==================== ghost_collision_detect_flat
Figure 1. Where the registers sit (ghost_collision_detect_flat).
Scale bar: 20 µm. Other sequential cells in the stronger grey, the rest of the logic in the fainter grey.
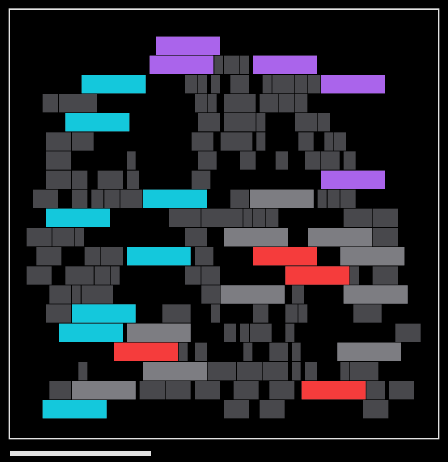

[src/rtl/ghost_collision_detect_if.sv]
// Pixel-rate bundle between the raster draw requests, the collision detector
// and the ghost/score consumers.
interface ghost_collision_detect_if #(
    parameter int NUM_ROCKS = 4,
    parameter int HIT_CNT_W = 8
);
    logic                 startOfFrame;
    logic                 draw_ghost;
    logic [NUM_ROCKS-1:0] draw_rock;
    logic                 draw_border;
    logic                 collision;
    logic [NUM_ROCKS-1:0] rock_hit;
    logic                 border_hit;
    logic [HIT_CNT_W-1:0] hit_count;
    logic                 invulnerable;

    modport master (
        output startOfFrame, draw_ghost, draw_rock, draw_border,
        input  collision, rock_hit, border_hit, hit_count, invulnerable
    );

    modport slave (
        input  startOfFrame, draw_ghost, draw_rock, draw_border,
        output collision, rock_hit, border_hit, hit_count, invulnerable
    );
endinterface

[src/rtl/ghost_collision_detect.sv]
// Ghost vs rock/border collision detector: one pulse per frame at most,
// frame-based cool-down, per-frame hit flags and a saturating hit counter.
module ghost_collision_detect #(
    parameter int NUM_ROCKS       = 4,
    parameter int COOLDOWN_FRAMES = 30,
    parameter int HIT_CNT_W       = 8
) (
    input  logic clk,
    input  logic resetN,
    ghost_collision_detect_if.slave cd
);
    localparam int CNT_W =
        (COOLDOWN_FRAMES < 1) ? 1 : $clog2(COOLDOWN_FRAMES + 1);
    localparam logic [CNT_W-1:0] CNT_LOAD = CNT_W'(COOLDOWN_FRAMES);

    typedef enum logic [1:0] {ARMED, FIRED, COOLDOWN} state_t;

    state_t               r_state;
    state_t               w_state_nxt;
    logic [CNT_W-1:0]     r_cnt;
    logic [CNT_W-1:0]     w_cnt_nxt;
    logic                 w_accept;
    logic [NUM_ROCKS-1:0] w_ovl_rock;
    logic                 w_ovl_border;
    logic                 w_any;
    logic [NUM_ROCKS-1:0] r_acc_rock;
    logic                 r_acc_border;
    logic [NUM_ROCKS-1:0] r_rock_hit;
    logic                 r_border_hit;
    logic                 r_collision;
    logic                 r_inv;
    logic [HIT_CNT_W-1:0] r_hit_count;

    assign w_ovl_rock   = {NUM_ROCKS{cd.draw_ghost}} & cd.draw_rock;
    assign w_ovl_border = cd.draw_ghost & cd.draw_border;
    assign w_any        = (|w_ovl_rock) | w_ovl_border;

    always_comb begin
        w_state_nxt = r_state;
        w_cnt_nxt   = r_cnt;
        w_accept    = 1'b0;
        unique case (r_state)
            ARMED: begin
                if (w_any) begin
                    w_accept    = 1'b1;
                    w_state_nxt = FIRED;
                end
            end
            FIRED: begin
                if (cd.startOfFrame) begin
                    if (COOLDOWN_FRAMES == 0) begin
                        // re-armed at the frame start, so this pixel counts
                        w_accept    = w_any;
                        w_state_nxt = w_any ? FIRED : ARMED;
                    end else begin
                        w_state_nxt = COOLDOWN;
                        w_cnt_nxt   = CNT_LOAD;
                    end
                end
            end
            COOLDOWN: begin
                if (cd.startOfFrame) begin
                    if ((r_cnt == '0) || (r_cnt == CNT_W'(1))) begin
                        w_cnt_nxt   = '0;
                        w_accept    = w_any;
                        w_state_nxt = w_any ? FIRED : ARMED;
                    end else begin
                        w_cnt_nxt = r_cnt - CNT_W'(1);
                    end
                end
            end
            default: w_state_nxt = ARMED;
        endcase
    end

    always_ff @(posedge clk or negedge resetN) begin
        if (!resetN) begin
            r_state      <= ARMED;
            r_cnt        <= '0;
            r_acc_rock   <= '0;
            r_acc_border <= 1'b0;
            r_rock_hit   <= '0;
            r_border_hit <= 1'b0;
            r_collision  <= 1'b0;
            r_inv        <= 1'b0;
            r_hit_count  <= '0;
        end else begin
            r_state     <= w_state_nxt;
            r_cnt       <= w_cnt_nxt;
            r_collision <= w_accept;
            r_inv       <= (w_state_nxt == COOLDOWN);
            if (w_accept && (r_hit_count != '1)) begin
                r_hit_count <= r_hit_count + HIT_CNT_W'(1);
            end
            // a frame-start overlap belongs to the new frame
            if (cd.startOfFrame) begin
                r_rock_hit   <= r_acc_rock;
                r_border_hit <= r_acc_border;
                r_acc_rock   <= w_ovl_rock;
                r_acc_border <= w_ovl_border;
            end else begin
                r_acc_rock   <= r_acc_rock | w_ovl_rock;
                r_acc_border <= r_acc_border | w_ovl_border;
            end
        end
    end

    assign cd.collision    = r_collision;
    assign cd.rock_hit     = r_rock_hit;
    assign cd.border_hit   = r_border_hit;
    assign cd.hit_count    = r_hit_count;
    assign cd.invulnerable = r_inv;
endmodule

[src/flat_wrapper.sv]
// flat-port wrapper written by rule: the top's interface ports become plain ports
module ghost_collision_detect_flat 
#(
    parameter int NUM_ROCKS       = 4,
    parameter int COOLDOWN_FRAMES = 30,
    parameter int HIT_CNT_W       = 8
)
  (clk, resetN, cd_startOfFrame, cd_draw_ghost, cd_draw_rock, cd_draw_border, cd_collision, cd_rock_hit, cd_border_hit, cd_hit_count, cd_invulnerable);
  ghost_collision_detect_if #(.NUM_ROCKS(NUM_ROCKS), .HIT_CNT_W(HIT_CNT_W)) cd_i ();
  input  logic clk;
  input  logic resetN;
  input wire logic [$bits(cd_i.startOfFrame)-1:0] cd_startOfFrame;
  input wire logic [$bits(cd_i.draw_ghost)-1:0] cd_draw_ghost;
  input wire logic [$bits(cd_i.draw_rock)-1:0] cd_draw_rock;
  input wire logic [$bits(cd_i.draw_border)-1:0] cd_draw_border;
  output wire logic [$bits(cd_i.collision)-1:0] cd_collision;
  output wire logic [$bits(cd_i.rock_hit)-1:0] cd_rock_hit;
  output wire logic [$bits(cd_i.border_hit)-1:0] cd_border_hit;
  output wire logic [$bits(cd_i.hit_count)-1:0] cd_hit_count;
  output wire logic [$bits(cd_i.invulnerable)-1:0] cd_invulnerable;
  assign cd_i.startOfFrame = cd_startOfFrame;
  assign cd_i.draw_ghost = cd_draw_ghost;
  assign cd_i.draw_rock = cd_draw_rock;
  assign cd_i.draw_border = cd_draw_border;
  assign cd_collision = cd_i.collision;
  assign cd_rock_hit = cd_i.rock_hit;
  assign cd_border_hit = cd_i.border_hit;
  assign cd_hit_count = cd_i.hit_count;
  assign cd_invulnerable = cd_i.invulnerable;
  ghost_collision_detect #(.NUM_ROCKS(NUM_ROCKS), .COOLDOWN_FRAMES(COOLDOWN_FRAMES), .HIT_CNT_W(HIT_CNT_W)) u_core (.clk(clk), .resetN(resetN), .cd(cd_i));
endmodule
[config.mk]
export PLATFORM = sky130hd
export DESIGN_NAME = ghost_collision_detect_flat
export DESIGN_NICKNAME = d
export VERILOG_FILES = /design/src/rtl/ghost_collision_detect_if.sv /design/src/rtl/ghost_collision_detect.sv /design/src/flat_wrapper.sv
export SDC_FILE = /design/constraint.sdc
export NUM_CORES = 1
export LEC_CHECK = 0
export ABC_AREA = 0
export CORE_MARGIN = 2
export CORE_UTILIZATION = 40
export DETAILED_ROUTE_END_ITERATION = 8
export SLEW_MARGIN = 20
export SYNTH_ARGS = -nofsm -noshare
export SYNTH_HDL_FRONTEND = slang
export SYNTH_SLANG_ARGS = --single-unit
[constraint.sdc]
create_clock -name clk -period 4.8 [get_ports clk]
set_clock_uncertainty 0.05 [all_clocks]
set_input_delay 0.96 -clock clk [delete_from_list [all_inputs] [get_ports clk]]
set_output_delay 0.96 -clock clk [all_outputs]
set_load 0.02 [all_outputs]
==================== btn_debounce
`src/rtl/test_pattern_gen_btn_debounce.sv`:
```
// Two-flop synchroniser followed by a stable-count debouncer; emits the
// accepted button level only.
module btn_debounce #(
  parameter int unsigned CYCLES = 250000
) (
  input  logic clk,
  input  logic rst,
  input  logic btn,
  output logic level
);

  localparam int unsigned CNT_W = (CYCLES > 1) ? $clog2(CYCLES) : 1;

  logic [1:0]       sync_q;
  logic [CNT_W-1:0] count;

  // Level is taken once the synchronised input has differed for CYCLES clocks
  always_ff @(posedge clk or posedge rst) begin
    if (rst) begin
      sync_q <= '0;
      level  <= 1'b0;
      count  <= '0;
    end else begin
      sync_q <= {sync_q[0], btn};
      if (sync_q[1] == level) begin
        count <= '0;
      end else if (count == CNT_W'(CYCLES - 1)) begin
        level <= sync_q[1];
        count <= '0;
      end else begin
        count <= count + CNT_W'(1);
      end
    end
  end

endmodule

```
`config.mk`:
```
export PLATFORM = sky130hd
export DESIGN_NAME = btn_debounce
export DESIGN_NICKNAME = d
export VERILOG_FILES = /design/src/rtl/test_pattern_gen_btn_debounce.sv
export SDC_FILE = /design/constraint.sdc
export NUM_CORES = 1
export LEC_CHECK = 0
export ABC_AREA = 1
export CORE_MARGIN = 1.5
export CORE_UTILIZATION = 35
export CTS_BUF_LIST = sky130_fd_sc_hd__clkbuf_8
export DETAILED_ROUTE_END_ITERATION = 12
export PLACE_DENSITY = 0.54
export REMOVE_ABC_BUFFERS = 1
export SKIP_LAST_GASP = 1
export SYNTH_ARGS = -nofsm -noshare
export SYNTH_HDL_FRONTEND = slang
export SYNTH_SLANG_ARGS = --single-unit
```
`constraint.sdc`:
```
create_clock -name clk -period 1.56 [get_ports clk]
set_input_delay 0.156 -clock clk [delete_from_list [all_inputs] [get_ports clk]]
set_output_delay 0.156 -clock clk [all_outputs]
set_load 0.01 [all_outputs]
```
==================== pattern_gen_flat
**config.mk**
```make
export PLATFORM = sky130hd
export DESIGN_NAME = pattern_gen_flat
export DESIGN_NICKNAME = d
export VERILOG_FILES = /design/src/rtl/pattern_gen_if.sv /design/src/rtl/pattern_gen.sv /design/src/flat_wrapper.sv
export SDC_FILE = /design/constraint.sdc
export NUM_CORES = 1
export LEC_CHECK = 0
export ABC_AREA = 0
export CAP_MARGIN = 15
export CORE_MARGIN = 3
export CORE_UTILIZATION = 30
export CTS_BUF_LIST = sky130_fd_sc_hd__clkbuf_8
export DETAILED_ROUTE_END_ITERATION = 16
export GPL_TIMING_DRIVEN = 0
export SLEW_MARGIN = 30
export SYNTH_ARGS = -nofsm -noshare
export SYNTH_HDL_FRONTEND = slang
export SYNTH_SLANG_ARGS = --single-unit
```
**constraint.sdc**
```tcl
create_clock -name clk_pix -period 2.8 [get_ports clk_pix]
set_input_delay 0.28 -clock clk_pix [delete_from_list [all_inputs] [get_ports clk_pix]]
set_output_delay 0.28 -clock clk_pix [all_outputs]
set_load 0.005 [all_outputs]
```
**src/rtl/pattern_gen_if.sv**
```systemverilog
// pattern_gen_if: raster bundle into the pattern generator and pixel bundle out of it
//   sx, sy, de, hsync, vsync    : screen coordinates and syncs from the timing generator
//   rgb, de_o, hsync_o, vsync_o : pixel {R,G,B} and syncs delayed to stay aligned with it
interface pattern_gen_if #(
    parameter int CORDW = 10,
    parameter int BPC   = 8
);
    logic [CORDW-1:0] sx;
    logic [CORDW-1:0] sy;
    logic             de;
    logic             hsync;
    logic             vsync;
    logic [3*BPC-1:0] rgb;
    logic             de_o;
    logic             hsync_o;
    logic             vsync_o;
    modport master (output sx, sy, de, hsync, vsync, input rgb, de_o, hsync_o, vsync_o);
    modport slave  (input sx, sy, de, hsync, vsync, output rgb, de_o, hsync_o, vsync_o);
endinterface

```
**src/rtl/pattern_gen.sv**
```systemverilog
// pattern_gen: video test-pattern generator (sprite, bars, checker, gradient) with a 2-cycle pixel pipeline
//   clk_pix, rst_n : pixel clock, asynchronous active-low reset
//   vid            : raster in (sx, sy, de, hsync, vsync), pixel out (rgb, de_o, hsync_o, vsync_o)
//   mode           : 0 sprite, 1 bars, 2 checker, 3 gradient; takes effect at the frame tick
//   pause          : freezes sprite motion
//   frame          : frame counter
module pattern_gen #(
    parameter int CORDW    = 10,
    parameter int H_ACTIVE = 640,
    parameter int V_ACTIVE = 480,
    parameter int Q_SIZE   = 32,
    parameter int Q_SPEED  = 4,
    parameter int BPC      = 8
) (
    input  logic         clk_pix,
    input  logic         rst_n,
    pattern_gen_if.slave vid,
    input  logic [1:0]   mode,
    input  logic         pause,
    output logic [15:0]  frame
);
    localparam logic [CORDW:0] X_MAX = (CORDW+1)'(H_ACTIVE - Q_SIZE);
    localparam logic [CORDW:0] Y_MAX = (CORDW+1)'(V_ACTIVE - Q_SIZE);
    localparam logic [CORDW:0] SPD   = (CORDW+1)'(Q_SPEED);
    localparam logic [CORDW:0] QSZ   = (CORDW+1)'(Q_SIZE);

    // One sprite step on one axis; returns {dir, pos}, clamping at 0 and lim
    function automatic logic [CORDW:0] bounce(input logic [CORDW-1:0] p, input logic dir, input logic [CORDW:0] lim);
        return !dir ? (({1'b0, p} + SPD >= lim) ? {1'b1, lim[CORDW-1:0]} : {1'b0, p + SPD[CORDW-1:0]})
                    : (({1'b0, p} <= SPD) ? '0 : {1'b1, p - SPD[CORDW-1:0]});
    endfunction

    logic             tick;
    logic [15:0]      frame_q, frame_d;
    logic [1:0]       mode_q, mode_d;
    logic [CORDW-1:0] qx_q, qx_d, qy_q, qy_d;
    logic             dir_x_q, dir_x_d, dir_y_q, dir_y_d;
    logic             spr_q, spr_d, ck_q, ck_d;
    logic [2:0]       bar_q, bar_d;
    logic [23:0]      grad_q, grad_d;
    logic [1:0]       mode_s_q, mode_s_d;
    logic [2:0]       sync_s_q, sync_s_d;
    logic [3*BPC-1:0] rgb_q, rgb_d;
    logic [2:0]       sync_o_q, sync_o_d;
    logic [23:0]      v;
    logic [31:0]      sx8;

    always_comb begin
        tick = vid.sy == CORDW'(V_ACTIVE) && vid.sx == '0;
        frame_d = tick ? frame_q + 16'd1 : frame_q;
        mode_d = tick ? mode : mode_q;
        {dir_x_d, qx_d} = (tick && !pause) ? bounce(qx_q, dir_x_q, X_MAX) : {dir_x_q, qx_q};
        {dir_y_d, qy_d} = (tick && !pause) ? bounce(qy_q, dir_y_q, Y_MAX) : {dir_y_q, qy_q};
        // stage 1: pattern primitives from the raster position and frame-stable state
        spr_d = {1'b0, vid.sx} >= {1'b0, qx_q} && {1'b0, vid.sx} < {1'b0, qx_q} + QSZ &&
                {1'b0, vid.sy} >= {1'b0, qy_q} && {1'b0, vid.sy} < {1'b0, qy_q} + QSZ;
        // bar index = (sx*8)/H_ACTIVE, built from 7 threshold compares instead of a divider
        sx8 = 32'(vid.sx) << 3;
        bar_d = '0;
        for (int k = 1; k < 8; k++)
            bar_d = bar_d + 3'(sx8 >= 32'(k * H_ACTIVE));
        // bit 5 of (sx + frame) only depends on the low 6 bits of each
        ck_d = ((vid.sx[5:0] + frame_q[5:0]) >= 6'd32) ^ vid.sy[5];
        grad_d = {vid.sx[7:0], vid.sy[7:0], frame_q[7:0]};
        mode_s_d = mode_q;
        sync_s_d = {vid.de, vid.hsync, vid.vsync};
        // stage 2: final 8-bit colour, blanked on the delayed de, then truncated to BPC
        v = !sync_s_q[2] ? '0 :
            mode_s_q == 2'd0 ? {24{spr_q}} :
            mode_s_q == 2'd1 ? {{8{~bar_q[1]}}, {8{~bar_q[2]}}, {8{~bar_q[0]}}} :
            mode_s_q == 2'd2 ? {24{ck_q}} : grad_q;
        rgb_d = {v[23 -: BPC], v[15 -: BPC], v[7 -: BPC]};
        sync_o_d = sync_s_q;
    end

    always_ff @(posedge clk_pix or negedge rst_n) begin
        if (!rst_n) begin
            frame_q  <= '0;
            mode_q   <= '0;
            qx_q     <= '0;
            qy_q     <= '0;
            dir_x_q  <= 1'b0;
            dir_y_q  <= 1'b0;
            spr_q    <= 1'b0;
            ck_q     <= 1'b0;
            bar_q    <= '0;
            grad_q   <= '0;
            mode_s_q <= '0;
            sync_s_q <= '0;
            rgb_q    <= '0;
            sync_o_q <= '0;
        end else begin
            frame_q  <= frame_d;
            mode_q   <= mode_d;
            qx_q     <= qx_d;
            qy_q     <= qy_d;
            dir_x_q  <= dir_x_d;
            dir_y_q  <= dir_y_d;
            spr_q    <= spr_d;
            ck_q     <= ck_d;
            bar_q    <= bar_d;
            grad_q   <= grad_d;
            mode_s_q <= mode_s_d;
            sync_s_q <= sync_s_d;
            rgb_q    <= rgb_d;
            sync_o_q <= sync_o_d;
        end
    end

    assign frame = frame_q;
    assign vid.rgb = rgb_q;
    assign {vid.de_o, vid.hsync_o, vid.vsync_o} = sync_o_q;
endmodule

```
**src/flat_wrapper.sv**
```systemverilog
// flat-port wrapper written by rule: the top's interface ports become plain ports
module pattern_gen_flat 
#(
    parameter int CORDW    = 10,
    parameter int H_ACTIVE = 640,
    parameter int V_ACTIVE = 480,
    parameter int Q_SIZE   = 32,
    parameter int Q_SPEED  = 4,
    parameter int BPC      = 8
)
  (clk_pix, rst_n, mode, pause, frame, vid_sx, vid_sy, vid_de, vid_hsync, vid_vsync, vid_rgb, vid_de_o, vid_hsync_o, vid_vsync_o);
  pattern_gen_if #(.CORDW(CORDW), .BPC(BPC)) vid_i ();
  input  logic clk_pix;
  input  logic rst_n;
  input  logic [1:0] mode;
  input  logic pause;
  output logic [15:0] frame;
  input wire logic [$bits(vid_i.sx)-1:0] vid_sx;
  input wire logic [$bits(vid_i.sy)-1:0] vid_sy;
  input wire logic [$bits(vid_i.de)-1:0] vid_de;
  input wire logic [$bits(vid_i.hsync)-1:0] vid_hsync;
  input wire logic [$bits(vid_i.vsync)-1:0] vid_vsync;
  output wire logic [$bits(vid_i.rgb)-1:0] vid_rgb;
  output wire logic [$bits(vid_i.de_o)-1:0] vid_de_o;
  output wire logic [$bits(vid_i.hsync_o)-1:0] vid_hsync_o;
  output wire logic [$bits(vid_i.vsync_o)-1:0] vid_vsync_o;
  assign vid_i.sx = vid_sx;
  assign vid_i.sy = vid_sy;
  assign vid_i.de = vid_de;
  assign vid_i.hsync = vid_hsync;
  assign vid_i.vsync = vid_vsync;
  assign vid_rgb = vid_i.rgb;
  assign vid_de_o = vid_i.de_o;
  assign vid_hsync_o = vid_i.hsync_o;
  assign vid_vsync_o = vid_i.vsync_o;
  pattern_gen #(.CORDW(CORDW), .H_ACTIVE(H_ACTIVE), .V_ACTIVE(V_ACTIVE), .Q_SIZE(Q_SIZE), .Q_SPEED(Q_SPEED), .BPC(BPC)) u_core (.clk_pix(clk_pix), .rst_n(rst_n), .vid(vid_i), .mode(mode), .pause(pause), .frame(frame));
endmodule
```
==================== ins_encoder
--- src/rtl/rv32_pkg.sv ---
// RV32I encoding constants shared by the encoder, its packer and test sequencers.
// Format codes, major opcodes, immediate range limits and the field bundle carried through S1.
package rv32_pkg;

    localparam logic [2:0] FMT_I   = 3'd0;
    localparam logic [2:0] FMT_ISH = 3'd1;
    localparam logic [2:0] FMT_S   = 3'd2;
    localparam logic [2:0] FMT_B   = 3'd3;
    localparam logic [2:0] FMT_U   = 3'd4;
    localparam logic [2:0] FMT_J   = 3'd5;
    localparam logic [2:0] FMT_R   = 3'd6;
    localparam logic [2:0] FMT_INV = 3'd7;

    localparam logic [6:0] OP_LOAD   = 7'h03;
    localparam logic [6:0] OP_IMM    = 7'h13;
    localparam logic [6:0] OP_STORE  = 7'h23;
    localparam logic [6:0] OP_BRANCH = 7'h63;
    localparam logic [6:0] OP_LUI    = 7'h37;
    localparam logic [6:0] OP_AUIPC  = 7'h17;
    localparam logic [6:0] OP_JAL    = 7'h6F;
    localparam logic [6:0] OP_JALR   = 7'h67;
    localparam logic [6:0] OP_SYSTEM = 7'h73;

    localparam int IMM12_MIN = -2048;
    localparam int IMM12_MAX = 2047;
    localparam int SHAMT_MIN = 0;
    localparam int SHAMT_MAX = 31;
    localparam int IMMB_MIN  = -4096;
    localparam int IMMB_MAX  = 4094;
    localparam int IMMJ_MIN  = -1048576;
    localparam int IMMJ_MAX  = 1048574;

    typedef struct packed {
        logic [2:0]  fmt;
        logic [6:0]  opcode;
        logic [4:0]  rd;
        logic [4:0]  rs1;
        logic [4:0]  rs2;
        logic [2:0]  funct3;
        logic [6:0]  funct7;
        logic [31:0] imm;
    } ins_fields_t;

    function automatic logic in_range(input logic [31:0] v, input int lo, input int hi);
        return ($signed(v) >= lo) && ($signed(v) <= hi);
    endfunction

endpackage

--- src/rtl/ins_pack.sv ---
// Combinational RV32I packer and immediate range checker; zero latency, no flow control.
// Out-of-range immediates are still packed (truncated); the invalid format packs to zero.
module ins_pack
    import rv32_pkg::*;
(
    input  logic [2:0]  fmt,
    input  logic [6:0]  opcode,
    input  logic [4:0]  rd,
    input  logic [4:0]  rs1,
    input  logic [4:0]  rs2,
    input  logic [2:0]  funct3,
    input  logic [6:0]  funct7,
    input  logic [31:0] imm,
    output logic [31:0] ins,
    output logic        err
);

    always_comb begin
        ins = '0;
        err = 1'b0;
        case (fmt)
            FMT_I: begin
                ins = {imm[11:0], rs1, funct3, rd, opcode};
                err = !in_range(imm, IMM12_MIN, IMM12_MAX);
            end
            FMT_ISH: begin
                ins = {funct7, imm[4:0], rs1, funct3, rd, opcode};
                err = !in_range(imm, SHAMT_MIN, SHAMT_MAX);
            end
            FMT_S: begin
                ins = {imm[11:5], rs2, rs1, funct3, imm[4:0], opcode};
                err = !in_range(imm, IMM12_MIN, IMM12_MAX);
            end
            FMT_B: begin
                ins = {imm[12], imm[10:5], rs2, rs1, funct3, imm[4:1], imm[11], opcode};
                err = !in_range(imm, IMMB_MIN, IMMB_MAX) || imm[0];
            end
            FMT_U: begin
                ins = {imm[31:12], rd, opcode};
                err = (imm[11:0] != 12'd0);
            end
            FMT_J: begin
                ins = {imm[20], imm[10:1], imm[11], imm[19:12], rd, opcode};
                err = !in_range(imm, IMMJ_MIN, IMMJ_MAX) || imm[0];
            end
            FMT_R: begin
                ins = {funct7, rs2, rs1, funct3, rd, opcode};
            end
            default: begin
                ins = '0;
                err = 1'b1;
            end
        endcase
    end

endmodule

--- src/rtl/ins_encoder.sv ---
// Streaming RV32I encoder: fields in, packed word + imem byte address + error flag out; 2-cycle latency.
// Valid/ready both sides; bubbles collapse, InReady drops only with both stages full and OutReady low.
module ins_encoder
    import rv32_pkg::*;
#(
    parameter int                ADDR_W    = 32,
    parameter logic [ADDR_W-1:0] BASE_ADDR = '0,
    parameter int                ERRCNT_W  = 8
) (
    input  logic                Clk,
    input  logic                Rst_n,
    input  logic                Clear,
    input  logic                InValid,
    output logic                InReady,
    input  logic [2:0]          Fmt,
    input  logic [6:0]          Opcode,
    input  logic [4:0]          Rd,
    input  logic [4:0]          Rs1,
    input  logic [4:0]          Rs2,
    input  logic [2:0]          Funct3,
    input  logic [6:0]          Funct7,
    input  logic [31:0]         Imm,
    output logic                OutValid,
    input  logic                OutReady,
    output logic [31:0]         OutIns,
    output logic [ADDR_W-1:0]   OutAddr,
    output logic                OutErr,
    output logic [ERRCNT_W-1:0] ErrCount
);

    logic                rdy_en_q, rdy_en_d;
    logic                s1_vld_q, s1_vld_d;
    ins_fields_t         s1_q, s1_d;
    logic                s2_vld_q, s2_vld_d;
    logic [31:0]         s2_ins_q, s2_ins_d;
    logic                s2_err_q, s2_err_d;
    logic [ADDR_W-1:0]   s2_addr_q, s2_addr_d;
    logic [ADDR_W-1:0]   next_addr_q, next_addr_d;
    logic [ERRCNT_W-1:0] err_cnt_q, err_cnt_d;

    logic                in_fire, out_fire, s2_load;
    logic [ADDR_W-1:0]   load_addr;
    logic [31:0]         pack_ins;
    logic                pack_err;

    ins_pack u_pack (
        .fmt    (s1_q.fmt),
        .opcode (s1_q.opcode),
        .rd     (s1_q.rd),
        .rs1    (s1_q.rs1),
        .rs2    (s1_q.rs2),
        .funct3 (s1_q.funct3),
        .funct7 (s1_q.funct7),
        .imm    (s1_q.imm),
        .ins    (pack_ins),
        .err    (pack_err)
    );

    // rdy_en_q keeps InReady low while in reset and for the cycle of release.
    assign InReady  = rdy_en_q && (!s1_vld_q || !s2_vld_q || OutReady);
    assign in_fire  = InValid && InReady;
    assign out_fire = s2_vld_q && OutReady;
    assign s2_load  = s1_vld_q && (!s2_vld_q || OutReady);

    // The address counter names the next word entering S2, so Clear always lands on the following word.
    assign load_addr = Clear ? BASE_ADDR : next_addr_q;

    always_comb begin
        rdy_en_d    = 1'b1;
        s1_vld_d    = s1_vld_q;
        s1_d        = s1_q;
        s2_vld_d    = s2_vld_q;
        s2_ins_d    = s2_ins_q;
        s2_err_d    = s2_err_q;
        s2_addr_d   = s2_addr_q;
        next_addr_d = load_addr;
        err_cnt_d   = err_cnt_q;

        if (out_fire) s2_vld_d = 1'b0;
        if (s2_load) begin
            s2_vld_d    = 1'b1;
            s2_ins_d    = pack_ins;
            s2_err_d    = pack_err;
            s2_addr_d   = load_addr;
            next_addr_d = load_addr + ADDR_W'(4);
            s1_vld_d    = 1'b0;
        end
        if (in_fire) begin
            s1_vld_d = 1'b1;
            s1_d     = '{fmt: Fmt, opcode: Opcode, rd: Rd, rs1: Rs1, rs2: Rs2,
                         funct3: Funct3, funct7: Funct7, imm: Imm};
        end

        if (Clear) begin
            err_cnt_d = '0;
        end else if (out_fire && s2_err_q && (err_cnt_q != '1)) begin
            err_cnt_d = err_cnt_q + ERRCNT_W'(1);
        end
    end

    always_ff @(posedge Clk or negedge Rst_n) begin
        if (!Rst_n) begin
            rdy_en_q    <= 1'b0;
            s1_vld_q    <= 1'b0;
            s1_q        <= '0;
            s2_vld_q    <= 1'b0;
            s2_ins_q    <= '0;
            s2_err_q    <= 1'b0;
            s2_addr_q   <= BASE_ADDR;
            next_addr_q <= BASE_ADDR;
            err_cnt_q   <= '0;
        end else begin
            rdy_en_q    <= rdy_en_d;
            s1_vld_q    <= s1_vld_d;
            s1_q        <= s1_d;
            s2_vld_q    <= s2_vld_d;
            s2_ins_q    <= s2_ins_d;
            s2_err_q    <= s2_err_d;
            s2_addr_q   <= s2_addr_d;
            next_addr_q <= next_addr_d;
            err_cnt_q   <= err_cnt_d;
        end
    end

    assign OutValid = s2_vld_q;
    assign OutIns   = s2_ins_q;
    assign OutAddr  = s2_addr_q;
    assign OutErr   = s2_err_q;
    assign ErrCount = err_cnt_q;

endmodule
--- config.mk ---
export PLATFORM = sky130hd
export DESIGN_NAME = ins_encoder
export DESIGN_NICKNAME = d
export VERILOG_FILES = /design/src/rtl/rv32_pkg.sv /design/src/rtl/ins_pack.sv /design/src/rtl/ins_encoder.sv
export SDC_FILE = /design/constraint.sdc
export NUM_CORES = 1
export LEC_CHECK = 0
export CAP_MARGIN = 5
export CORE_MARGIN = 2
export CORE_UTILIZATION = 47
export DETAILED_ROUTE_END_ITERATION = 8
export GPL_TIMING_DRIVEN = 0
export PLACE_DENSITY = 0.86
export RECOVER_POWER = 25
export SETUP_SLACK_MARGIN = 0.15
export SYNTH_ARGS = -nofsm -noshare
export SYNTH_HDL_FRONTEND = slang
export SYNTH_SLANG_ARGS = --single-unit
export TNS_END_PERCENT = 20
--- constraint.sdc ---
create_clock -name Clk -period 2.04 [get_ports Clk]
set_input_delay 0.408 -clock Clk [delete_from_list [all_inputs] [get_ports Clk]]
set_output_delay 0.408 -clock Clk [all_outputs]
set_load 0.02 [all_outputs]

==> gallery <==
The metal 3 layer.
picture 1
Scale bar: 20 µm. Cells faint in the background.
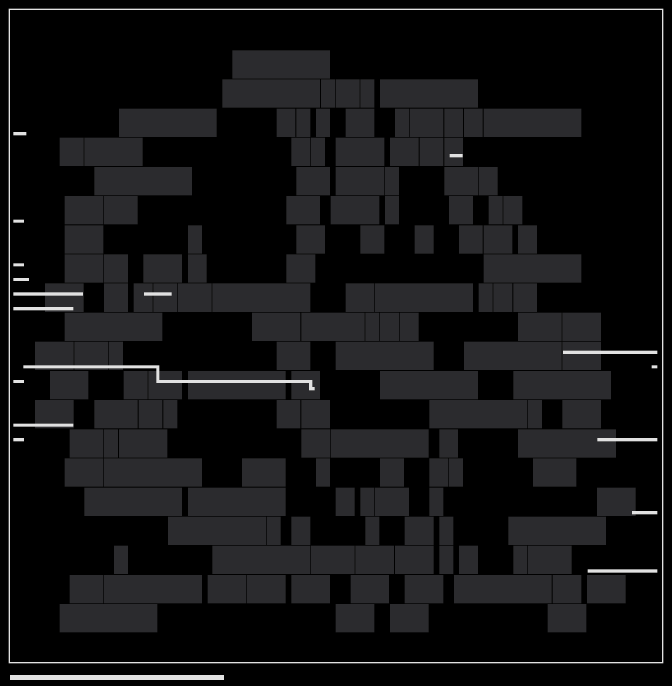
picture 2
Scale bar: 50 µm. Cells faint in the background.
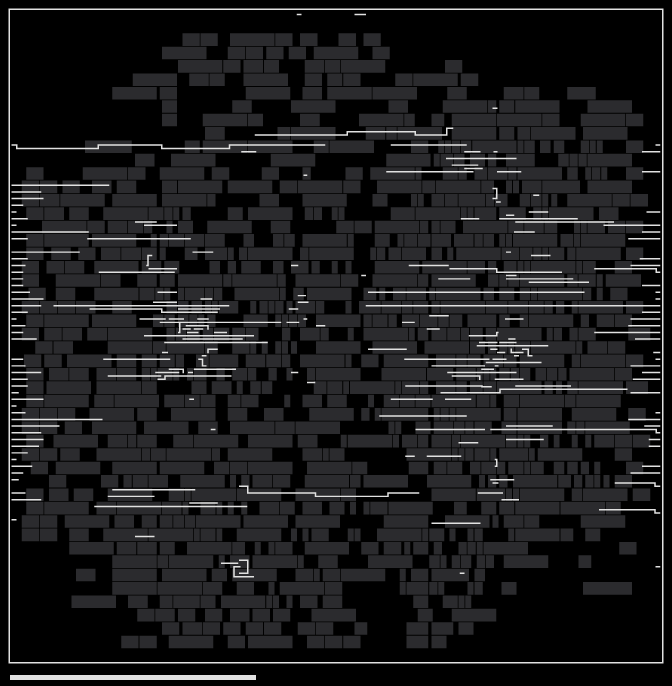
picture 3
Scale bar: 20 µm. Cells faint in the background.
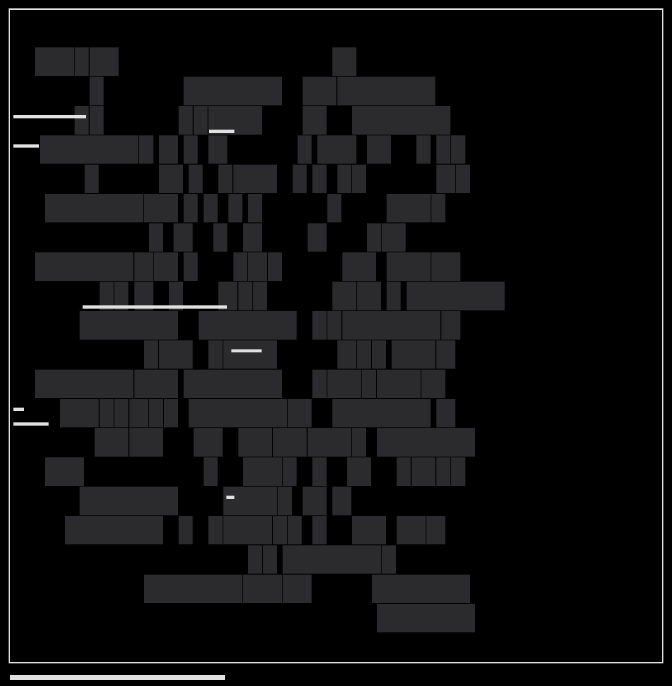
picture 4
Scale bar: 50 µm. Cells faint in the background.
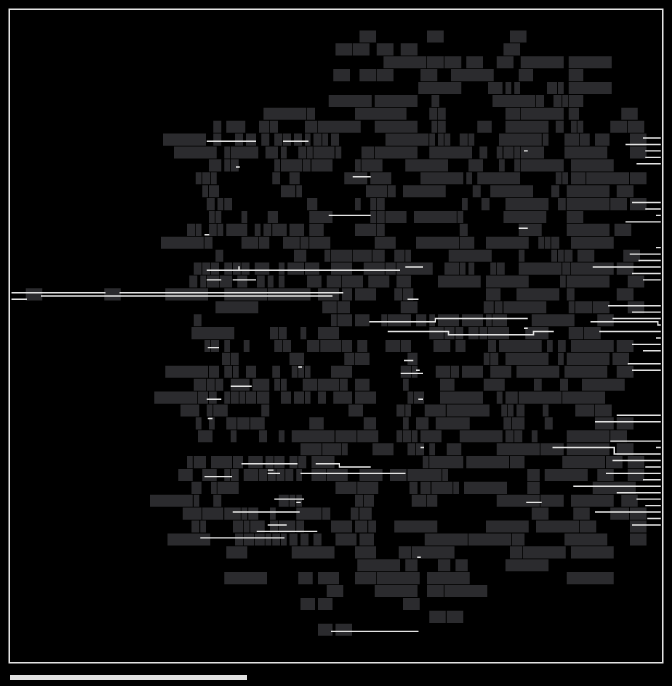
| picture | from |
|---|---|
| picture 2 | ins_encoder |
| picture 4 | pattern_gen_flat |
| picture 1 | ghost_collision_detect_flat |
| picture 3 | btn_debounce |

Figure 2. Signal wires on met2 (btn_debounce).
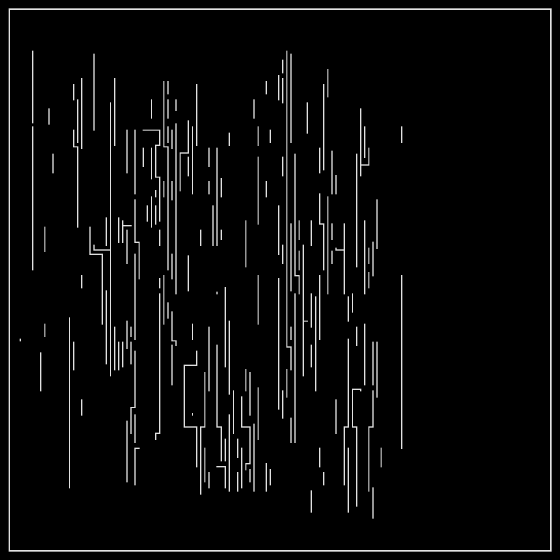
wire length on this layer: 967 µm
longest straight run: 33.1 µm
main direction: vertical

==> design notes, btn_debounce <==
The flow ran to the end, and the final reports show no timing, DRC or antenna violations. In this design, the stage delay of the slowest critical-path cell is 410 ps. The area taken by sequential standard cells is reported as 526 µm². STA puts the critical path data arrival time at 1590 ps.

The run gives 274 ps for the slew at the pin closest to its max-slew limit. Per the synthesis report, the dominant area consumer among library cells is dfrtp_1. Sequential power for this build is 0.562 mW. Looking at the power breakdown, the clock network takes 36.3% of the total. According to the floorplan report, the total die area is 0.00367 mm². The run gives 0.346 mW as the power in the clock group.

The cell at the slowest stage of the critical path was dfrtp_1. Per report_power, the sequential group accounts for 58.9% of the total. The cell count after synthesis is 139, and the number of buffers added to fix hold violations after cts is 0.

RePlAce ended its routability-driven mode at a weighted congestion of 0.840. The synthesized design contains 21 register bits. Before any placement, the netlist area is recorded as 0.00116 mm². The tools report the startpoint class of the critical path as a flip-flop. The largest power group is registers. The run gives 0 as the max capacitance violation total. The core region is 0.00310 mm². The final timing report lists a max-slew violation count of 0. The tools report the post-detailed-route DRC marker count as 0.

The first-pass GRT wire length came out at 3660 µm. For the share of synthesized area occupied by flip-flops and latches, the log shows 45.3%. Cells fill 42.3% of the core in the end. The critical path goes through ha_1, nand3_2, nor2_2, nand2_1, nand2_4, nor2_1.
btn_debounce: sequential cells by signal (all words and copies together) (netlist names):
register,flops
count,18
level,1
sync_q,2
btn_debounce: final cells by class:
type / instances / area share, %
clock buffers: 3 / 3.15
flip-flops and latches: 21 / 40.0
clock inverters: 1 / 0.286
repair buffers: 6 / 4.00
multi-input cells: 99 / 42.9
well taps: 44 / 4.19
inverters: 19 / 5.43
btn_debounce: routing by layer:
metal	part of all wire (%)	routed length (µm)
met1	50	1040
met2	46	966
met3	1.4	30
met4	2.4	51
met5	0	0
btn_debounce: worst register-to-register path, cell delays in order (launching register included):
cell and delay, ps:
dfrtp_1 410, ha_1 220, nand3_2 130, nor2_2 200, nand2_1 130, nand2_4 170, nor2_1 70
btn_debounce: how the worst max path moves through the flow:
stage	start	endpoint	slack (ps)
global placement	count[9]	count[4]	190
global route	count[0]	count[16]	20
floorplan	count[0]	count[7]	280
finish	count[0]	count[7]	120
detailed placement	count[0]	count[7]	130
CTS	count[0]	count[7]	120
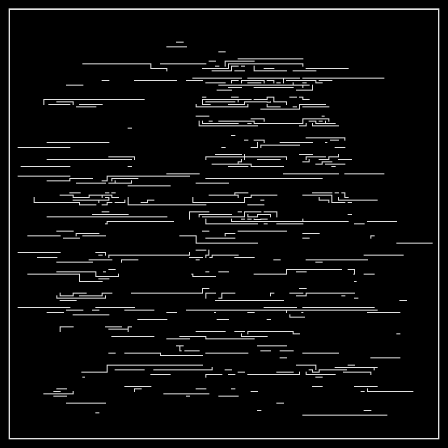
Figure 3: ghost_collision_detect_flat, M1 wires.
wire length on this layer: 1200 µm
longest straight run: 27.1 µm
share of all routed wire: 49%
nets with wire on the layer: 137
total wirelength of the detailed-routed design: 2450 µm
via count: 948
met1 Resource Use GR: 21.3%

Notes on Figure 1 above:
[`u_core.r_acc_rock`] red | placed flops: 4
[`u_core.r_cnt`] purple | placed flops: 5
[`u_core.cd.hit_count`] cyan | placed flops: 8
not coloured: 10
power drawn by the sequential cells: 0.356 mW
utilization after layout: 52.4%
flip-flop and latch share of the layout cell area: 42.2%
Reg area: 676 µm²

==> design notes, ghost_collision_detect_flat <==
The flow ran to the end, and the final reports show no timing, DRC or antenna violations. The run gives 24 for the top-level I/O count. The detail-routed via count per cell came out at 4.99.

The most common cell in the synthesized netlist is dfrtp_1. For reference, compound AND-OR and OR-AND cells occupy 12.6% of the area reported after synthesis. The non-clock inverters instantiated in the layout total 9.

Combinational family with the most area after synthesis: simple AND/OR/NAND/NOR gates. The startpoint class of the critical path was an input port. The total buffers and inverters traversed by the critical path was 1; the leakage power total was 0.667 nW. The design received a total of 44 well taps at floorplan. With the tally of buffers added on design ports at 23, the minimum hold slack is 475 ps. Entering global routing, the biggest net connects 28 pins. Leaving out filler cells and counting taps, the final layout contains 190. Yosys reports that the most numerous cell types are dfrtp_1 (27), nand2_1 (13), o21ai_0 (10). Most used routing layer: met2.

Global routing used 15.7% of the available tracks. The final critical path takes up 57.4% of the cycle. The layout has 3 clock buffers.

For this run, the final setup violation count is recorded as 0. The run gives 1200 µm for the wire length on met1. The cell sitting at the root of the clock tree is a clkbuf_4.

The layout summary lists the proportion of cells stronger than drive strength 1 as 11.6%. The tools report the number of placed cells counting well taps as 186. The first global-routing pass estimated 4220 µm of wire. The global routing report lists met2 layer usage as 24.4%. According to the finish report, the design has a final net count of 160. The script computed a power per unit cell area of 463 mW/mm².
[ghost_collision_detect_flat: state kept, by name, indices dropped and copies added, names as in the netlist]
signal,count
u_core.cd.hit_count,8
u_core.r_cnt,5
u_core.cd.rock_hit,4
u_core.r_acc_rock,4
u_core.r_state,2
u_core.cd.border_hit,1
u_core.cd.collision,1
u_core.cd.invulnerable,1
u_core.r_acc_border,1
[ghost_collision_detect_flat: power breakdown]
part	internal, mW	total, mW	switching, mW
combinational	0.140	0.280	0.141
sequential	0.283	0.356	0.0735
clock	0.0340	0.104	0.0703
total	0.456	0.741	0.285
[ghost_collision_detect_flat: path summary, 6_finish.rpt]
kind | start | to | slack (ps) | cells after the start
setup / recovery | cd_startOfFrame | u_core.cd.hit_count[1] | 2050 | 4
hold / removal | u_core.r_acc_rock[3] | u_core.cd.rock_hit[3] | 480 | 1
setup reg to reg | u_core.r_cnt[0] | u_core.cd.hit_count[1] | 2720 | 6
hold reg to reg | u_core.r_acc_rock[3] | u_core.cd.rock_hit[3] | 480 | 1
max in group asynchronous | resetN | u_core.cd.hit_count[4] | 3510 | 2
min in group asynchronous | resetN | u_core.r_acc_rock[3] | 940 | 2
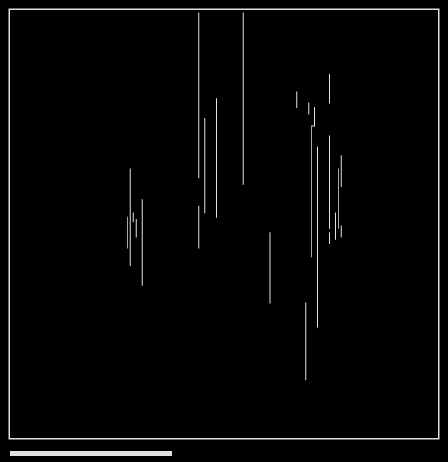
Figure 4: ins_encoder, M4 wires.
Scale bar: 50 µm.
nets with wire on the layer: 21
wire length on this layer: 494 µm

==> design notes, ins_encoder <==
The run gives 0 as the max capacitance violation total. The simple logic cell fraction of the synthesized area was 15.5%. The time the final worst path needs with I/O delays and setup came out at 2230 ps. The flow reports power dissipated in combinational cells as 2.27 mW. Buffers added to address setup during post-CTS repair amount to 19. 0 antenna diodes ended up in the layout. Per the OpenROAD floorplan log, the width of the die is 133 µm. The detail-routed via count per cell is 5.72, and the number of clock buffers inserted by TritonCTS is 17. The biggest area contributor in the post-synthesis netlist is dfrtp_1. The filler cells instantiated in the layout total 1206. The tools report the final worst-path setup slack as -193 ps. With the number of buffers added to fix hold violations after cts at 1, the xor and xnor fraction of the mapped netlist area is 2.71%. The largest power group is registers. In this run the tools logged warnings totalling 31. The clock reaches the later pin of the worst-skew pair after 430 ps. The run gives 4 for the H-tree depth. The logs give 10 for the number of setup violations in the final report and 0 for the post-detailed-route DRC marker count.

The global-route met1 utilization was 31.3%. The run finished, with violations left. After detailed routing, the met2 layer carries 10700 µm of wire. The final reports fail on negative setup slack. The total congestion overflow after global routing came out at 0.

The post-route netlist has 24.6% of its cells at a drive strength greater than 1.
-- ins_encoder: layout make-up --
type / instances / share of cell area (%)
plain buffers: 38 / 2.35
clock buffers: 17 / 3.99
clock inverters: 15 / 1.20
inverters: 12 / 0.434
multi-input cells: 470 / 31.9
flip-flops and latches: 175 / 41.1
well taps: 216 / 2.53
repair buffers: 178 / 16.6
-- ins_encoder: sequential cells by signal, summed over array words and instances, names as in the netlist --
register / flops
rdy_en_q: 1
OutAddr: 32
OutErr: 1
s1_q: 67
ErrCount: 8
next_addr_q: 32
OutIns: 32
s1_vld_q: 1
OutValid: 1
-- ins_encoder: critical path, delay by kind of cell --
kind / cells / cell delay [ps]
simple gates: 5 / 790
buf+inv: 9 / 1020
fa+ha+maj: 1 / 130
xor+xnor: 1 / 180
-- ins_encoder: worst paths after layout --
kind	startpoint	end	depth (start not counted)
max	Clear	next_addr_q[20]	16
min	Clear	next_addr_q[0]	4
max reg2reg	next_addr_q[2]	next_addr_q[20]	12
min reg2reg	OutAddr[30]	OutAddr[30]	2
max in group asynchronous	Rst_n	s1_q[7]	3
min in group asynchronous	Rst_n	ErrCount[4]	2
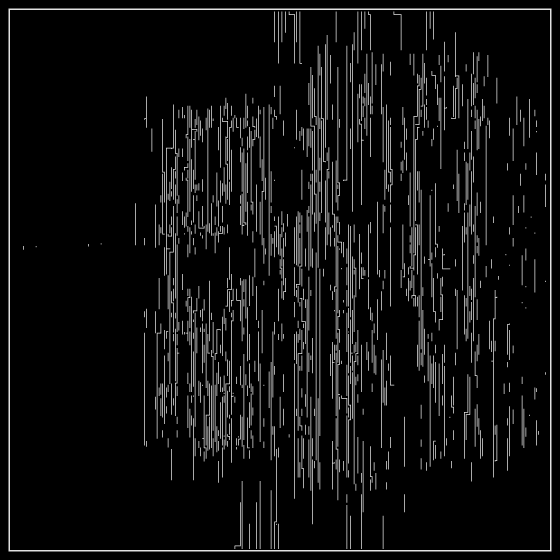
Figure 5: pattern_gen_flat, signal wires on met2.
main direction: vertical
wire length on this layer: 6100 µm
share of all routed wire: 48%

==> design notes, pattern_gen_flat <==
Of all flip-flops after synthesis, the portion carrying an async set or reset was 100%. At the floorplan stage, the core utilization is reported as 31.0%. Per the breakdown, switching nets consume 24.3% of all power.

Counting every sink on the clock net gives 97. The number of maximum-capacitance violations recorded for the run is 0. The first-pass iteration count of the detailed router is 4, and the switching power of the nets is 0.638 mW. In this run the remaining antenna-violating nets after routing total 0.

The number of cells reported by Yosys stat comes to 514. Cell-internal power: 1.99 mW. The run gives 590 as the net count after synthesis. On the critical path the data arrives at 2940 ps.

The flow ran to the end, and the final reports show no timing, DRC or antenna violations. The tools report the initial antenna violation count as 0. Measured on the final layout, buffering overhead outside the clock network stands at 13.0%. After layout, the inverter instance count without clock inverters stands at 30.

In the per-layer breakdown of the detailed-route log, met1 shows 5470 µm. The tools report the met3 demand-to-capacity share in global routing as 2.89%. The top cell types in the final layout, fill and taps aside, are dfrtp_1 (97), clkdlybuf4s50_1 (63), nand2_1 (49).

The run gives 822 as the final non-filler cell total. OpenROAD emitted warnings numbering 35. Post-synth the commonest register cell is dfrtp_1. The final timing report lists clock skew as 14.7 ps.
## pattern_gen_flat: cells by family (layout without fill, tap and decap cells)
group / Yosys count / in the layout / synth area share, %
buffers and inverters: 48 / 136 / 3.96
xor gates and xnor gates: 28 / 28 / 4.73
and+or+nand+nor: 152 / 152 / 14.9
AOI/OAI and AO/OA: 137 / 137 / 16.8
adders and majority gates: 48 / 48 / 12.0
muxes: 4 / 4 / 0.844
DFF: 97 / 97 / 46.8
## pattern_gen_flat: stage by stage
step	hold WS, ps	util (%)	TNS, ps	area (µm²)	setup WS, ps
3_5_place_dp	233	36.9	-1880	6190	-616
6_report	226	38.3	0	6420	126
5_1_grt	212	38.3	0	6420	13.6
4_1_cts	325	38.2	0	6400	3.34
2_1_floorplan	-15.6	-	0	5190	218
3_3_place_gp	333	36.8	-202930	6160	-2080
## pattern_gen_flat: timing repair
item	in CTS	in global routing
endpoints found under the hold margin	41	0
hold buffers	1	0
setup endpoints to repair	3	1
resized	6	2
## pattern_gen_flat: critical path, cell delays in order
cell           delay [ps]
dlygate4sd2_1         350
nor2_2                210
o21ai_0               160
fa_1                  550
inv_1                  50
fa_1                  530
inv_1                  40
ha_1                  200
fa_1                  380
xor2_1                170

==================== logic_accumulator
Figure 6. M1 wires (logic_accumulator).
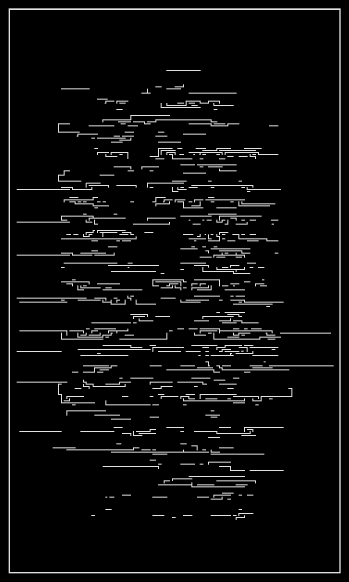
Figure 7. Signal wires on met2 (logic_accumulator).
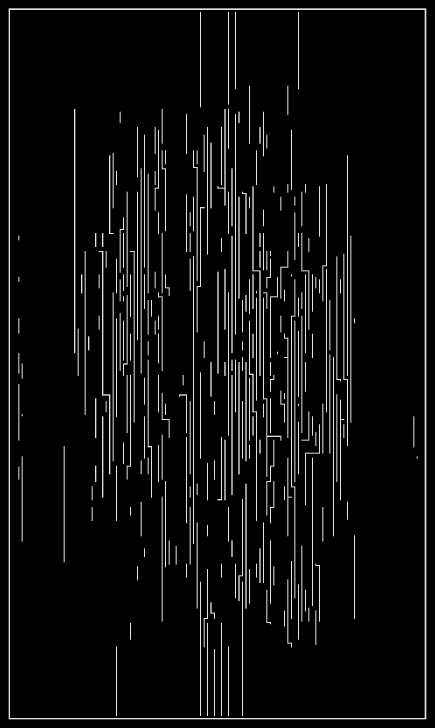
[config.mk]
export PLATFORM = sky130hd
export DESIGN_NAME = logic_accumulator
export DESIGN_NICKNAME = d
export VERILOG_FILES = /design/src/rtl/logic_accumulator_pkg.sv /design/src/rtl/logic_op_unit.sv /design/src/rtl/logic_accumulator.sv
export SDC_FILE = /design/constraint.sdc
export NUM_CORES = 1
export LEC_CHECK = 0
export ABC_AREA = 1
export CAP_MARGIN = 30
export CORE_ASPECT_RATIO = 2
export CORE_MARGIN = 8
export CORE_UTILIZATION = 52
export DETAILED_ROUTE_END_ITERATION = 10
export GPL_ROUTABILITY_DRIVEN = 0
export PLACE_DENSITY = 0.79
export SLEW_MARGIN = 20
export SYNTH_ARGS = -nofsm -noshare
export SYNTH_HDL_FRONTEND = slang
export SYNTH_HIERARCHICAL = 1
export SYNTH_SLANG_ARGS = --single-unit
[constraint.sdc]
create_clock -name clk -period 1.8 [get_ports clk]
set_input_delay 0.36 -clock clk [delete_from_list [all_inputs] [get_ports clk]]
set_output_delay 0.36 -clock clk [all_outputs]
set_load 0.05 [all_outputs]
[src/rtl/logic_accumulator_pkg.sv]
// Shared widths, opcodes and FSM encoding for the 4-bit logic datapath.
// Imported by the accumulator stage and the reusable op unit.
package logic_accumulator_pkg;

    localparam int k  = 4;
    localparam int CW = 8;

    localparam logic [2:0] OP_NOP   = 3'b000;
    localparam logic [2:0] OP_LOAD  = 3'b001;
    localparam logic [2:0] OP_AND   = 3'b010;
    localparam logic [2:0] OP_OR    = 3'b011;
    localparam logic [2:0] OP_XOR   = 3'b100;
    localparam logic [2:0] OP_NOR   = 3'b101;
    localparam logic [2:0] OP_NOT   = 3'b110;
    localparam logic [2:0] OP_CLEAR = 3'b111;

    typedef enum logic [1:0] {
        S_IDLE = 2'b00,
        S_EXEC = 2'b01,
        S_DONE = 2'b10
    } accState_t;

endpackage

[src/rtl/logic_op_unit.sv]
// Combinational bitwise op between a and b selected by op; zero latency.
// No state and no flow control; the caller decides when result is used.
module logic_op_unit
    import logic_accumulator_pkg::*;
#(
    parameter int W = k
) (
    input  logic [2:0]   op,
    input  logic [W-1:0] a,
    input  logic [W-1:0] b,
    output logic [W-1:0] result
);

    always_comb begin
        result = a;
        case (op)
            OP_NOP:   result = a;
            OP_LOAD:  result = b;
            OP_AND:   result = a & b;
            OP_OR:    result = a | b;
            OP_XOR:   result = a ^ b;
            OP_NOR:   result = ~(a | b);
            OP_NOT:   result = ~a;
            OP_CLEAR: result = '0;
            default:  result = a;
        endcase
    end

endmodule

[src/rtl/logic_accumulator.sv]
// Accumulator stage: capture command, apply op to acc, present result; 2-cycle latency, 1 cmd / 3 cycles.
// Holds result and flags in DONE until res_ready; cmd_ready is low outside IDLE.
module logic_accumulator
    import logic_accumulator_pkg::*;
(
    input  logic          clk,
    input  logic          rst,
    input  logic          cmd_valid,
    output logic          cmd_ready,
    input  logic [2:0]    cmd_op,
    input  logic [k-1:0]  cmd_data,
    output logic          res_valid,
    input  logic          res_ready,
    output logic [k-1:0]  res_data,
    output logic          res_zero,
    output logic          res_ones,
    output logic [CW-1:0] op_count
);

    accState_t     state;
    accState_t     nextState;
    logic [2:0]    latchOp;
    logic [k-1:0]  latchB;
    logic [k-1:0]  acc;
    logic [k-1:0]  opResult;
    logic          zeroFlag;
    logic          onesFlag;
    logic [CW-1:0] opCount;

    always_ff @(posedge clk or posedge rst) begin
        if (rst) begin
            state <= S_IDLE;
        end else begin
            state <= nextState;
        end
    end

    always_comb begin
        nextState = state;
        case (state)
            S_IDLE:  if (cmd_valid) nextState = S_EXEC;
            S_EXEC:  nextState = S_DONE;
            S_DONE:  if (res_ready) nextState = S_IDLE;
            default: nextState = S_IDLE;
        endcase
    end

    always_comb begin
        cmd_ready = 1'b0;
        res_valid = 1'b0;
        case (state)
            S_IDLE:  cmd_ready = 1'b1;
            S_DONE:  res_valid = 1'b1;
            default: begin
                cmd_ready = 1'b0;
                res_valid = 1'b0;
            end
        endcase
    end

    logic_op_unit #(.W(k)) opUnit (
        .op     (latchOp),
        .a      (acc),
        .b      (latchB),
        .result (opResult)
    );

    // Flags are registered alongside acc so they always agree with res_data.
    always_ff @(posedge clk or posedge rst) begin
        if (rst) begin
            latchOp  <= OP_NOP;
            latchB   <= '0;
            acc      <= '0;
            zeroFlag <= 1'b1;
            onesFlag <= 1'b0;
            opCount  <= '0;
        end else begin
            if (cmd_valid && cmd_ready) begin
                latchOp <= cmd_op;
                latchB  <= cmd_data;
            end
            if (state == S_EXEC) begin
                acc      <= opResult;
                zeroFlag <= (opResult == '0);
                onesFlag <= &opResult;
                if (opCount != {CW{1'b1}}) begin
                    opCount <= opCount + 1'b1;
                end
            end
        end
    end

    assign res_data = acc;
    assign res_zero = zeroFlag;
    assign res_ones = onesFlag;
    assign op_count = opCount;

endmodule

==> design notes <==
The run finished with clean final reports. Of all flip-flops after synthesis, the portion carrying an async set or reset was 100%. The class of the tightest hold or removal check was input port to asynchronous set/reset pin. The proportion of cell area occupied by registers is 31.0%.

The clock buffer instance count of the final layout came out at 3. The total congestion overflow after global routing is 0, and the fraction of the mapped netlist area in compound gates is 3.15%. The number of cells reported by Yosys stat comes to 212.

Depth of the most critical reg-to-reg path: 9. The most used routing layer is met2. Measured along the y axis, the die boundary spans 93.2 µm. The run gives 1.85 mW as the combinational group power. The cell at the slowest stage of the critical path is dfrtp_1. nand2_1 is the most common cell in the netlist. Buffering overhead: 14.6%.

The max capacitance violation total is 0. The number of enable-type register cells in the synthesized netlist is 0. The run gives 15.5% as the total global routing track utilization. Looking at the power breakdown, the clock network takes 10.0% of the total.
About Figure 6:
main direction: horizontal
nets with wire on the layer: 233
via count: 1387
met1 Resource Use GR: 15.8%
total wirelength of the detailed-routed design: 3510 µm

About Figure 7:
wire length on this layer: 2010 µm
longest straight run: 37.7 µm
share of all routed wire: 57%
main direction: vertical
nets with wire on the layer: 201
Global Route met2 Usage: 28.6%

stage by stage:
step / util, % / power (mW) / worst slack, ps / hold slack, ps / instance area [µm²]
after floorplan: - / 2.37 / 108 / 361 / 1550
after global placement: 62.6 / 2.88 / 216 / 483 / 1820
after detailed placement: 62.6 / 2.90 / 191 / 493 / 1820
after CTS: 64.2 / 3.23 / 160 / 440 / 1870
after global routing: 64.2 / 3.49 / 74.3 / 459 / 1870
final: 64.2 / 3.21 / 223 / 428 / 1870
flip-flops by register name, summed over array words and instances, names as in the netlist:
register / cells
state: 2
res_ones: 1
res_data: 4
op_count: 8
latchOp: 3
res_zero: 1
latchB: 4
layout by cell type, fill, tap and decap left out:
cell              n
inv_4             2
nand2_1          68
buf_4            15
xnor2_1           2
nor2_2            2
clkinv_2          1
ha_1              9
nand2_2           4
clkbuf_8          3
nand3_2           2
clkdlybuf4s50_1  10
clkinv_1          1
dfstp_2           1
o21ai_1           7
nor2_1           26
nand2_8           1
nand2_4           2
dfrtp_2           1
inv_2             4
a21oi_1           1
dfrtp_1          21
buf_12            3
nor2_4            2
nand4_1          10
o21ai_2           1
nand3_1          14
inv_1            26
nor3_4            1


==> layout pictures side by side <==
Track usage over the die.
shot_01.png
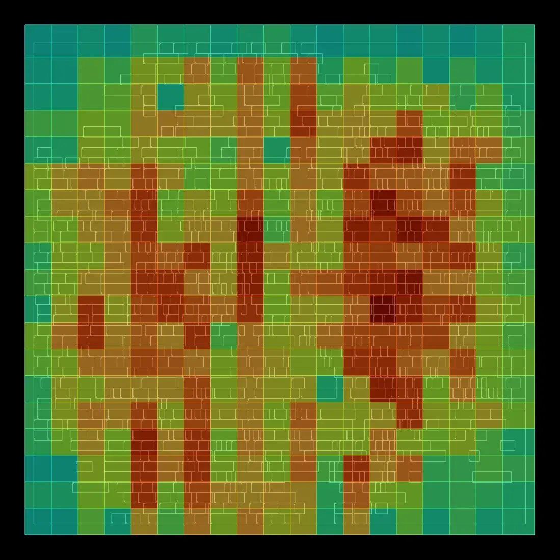
shot_02.png
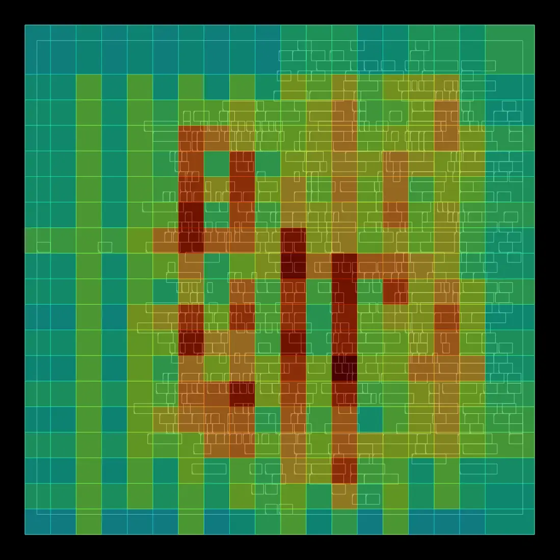
shot_03.png
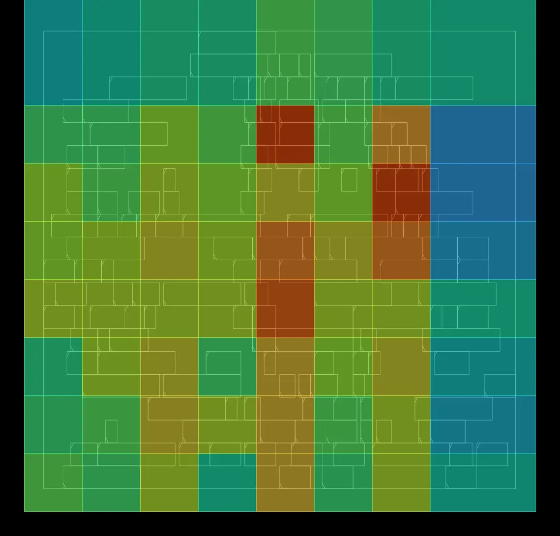
shot_04.png
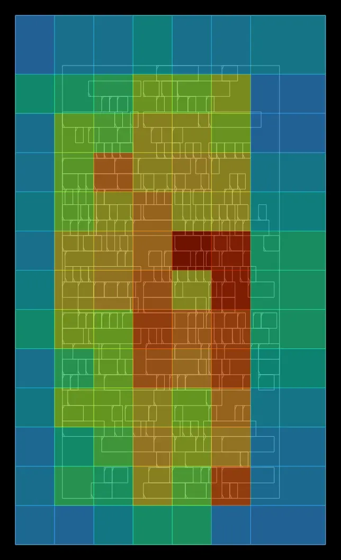
shot_01.png: ins_encoder
shot_04.png: logic_accumulator
shot_02.png: pattern_gen_flat
shot_03.png: ghost_collision_detect_flat

No activity file was given, so power comes from the tool's default toggle rates.
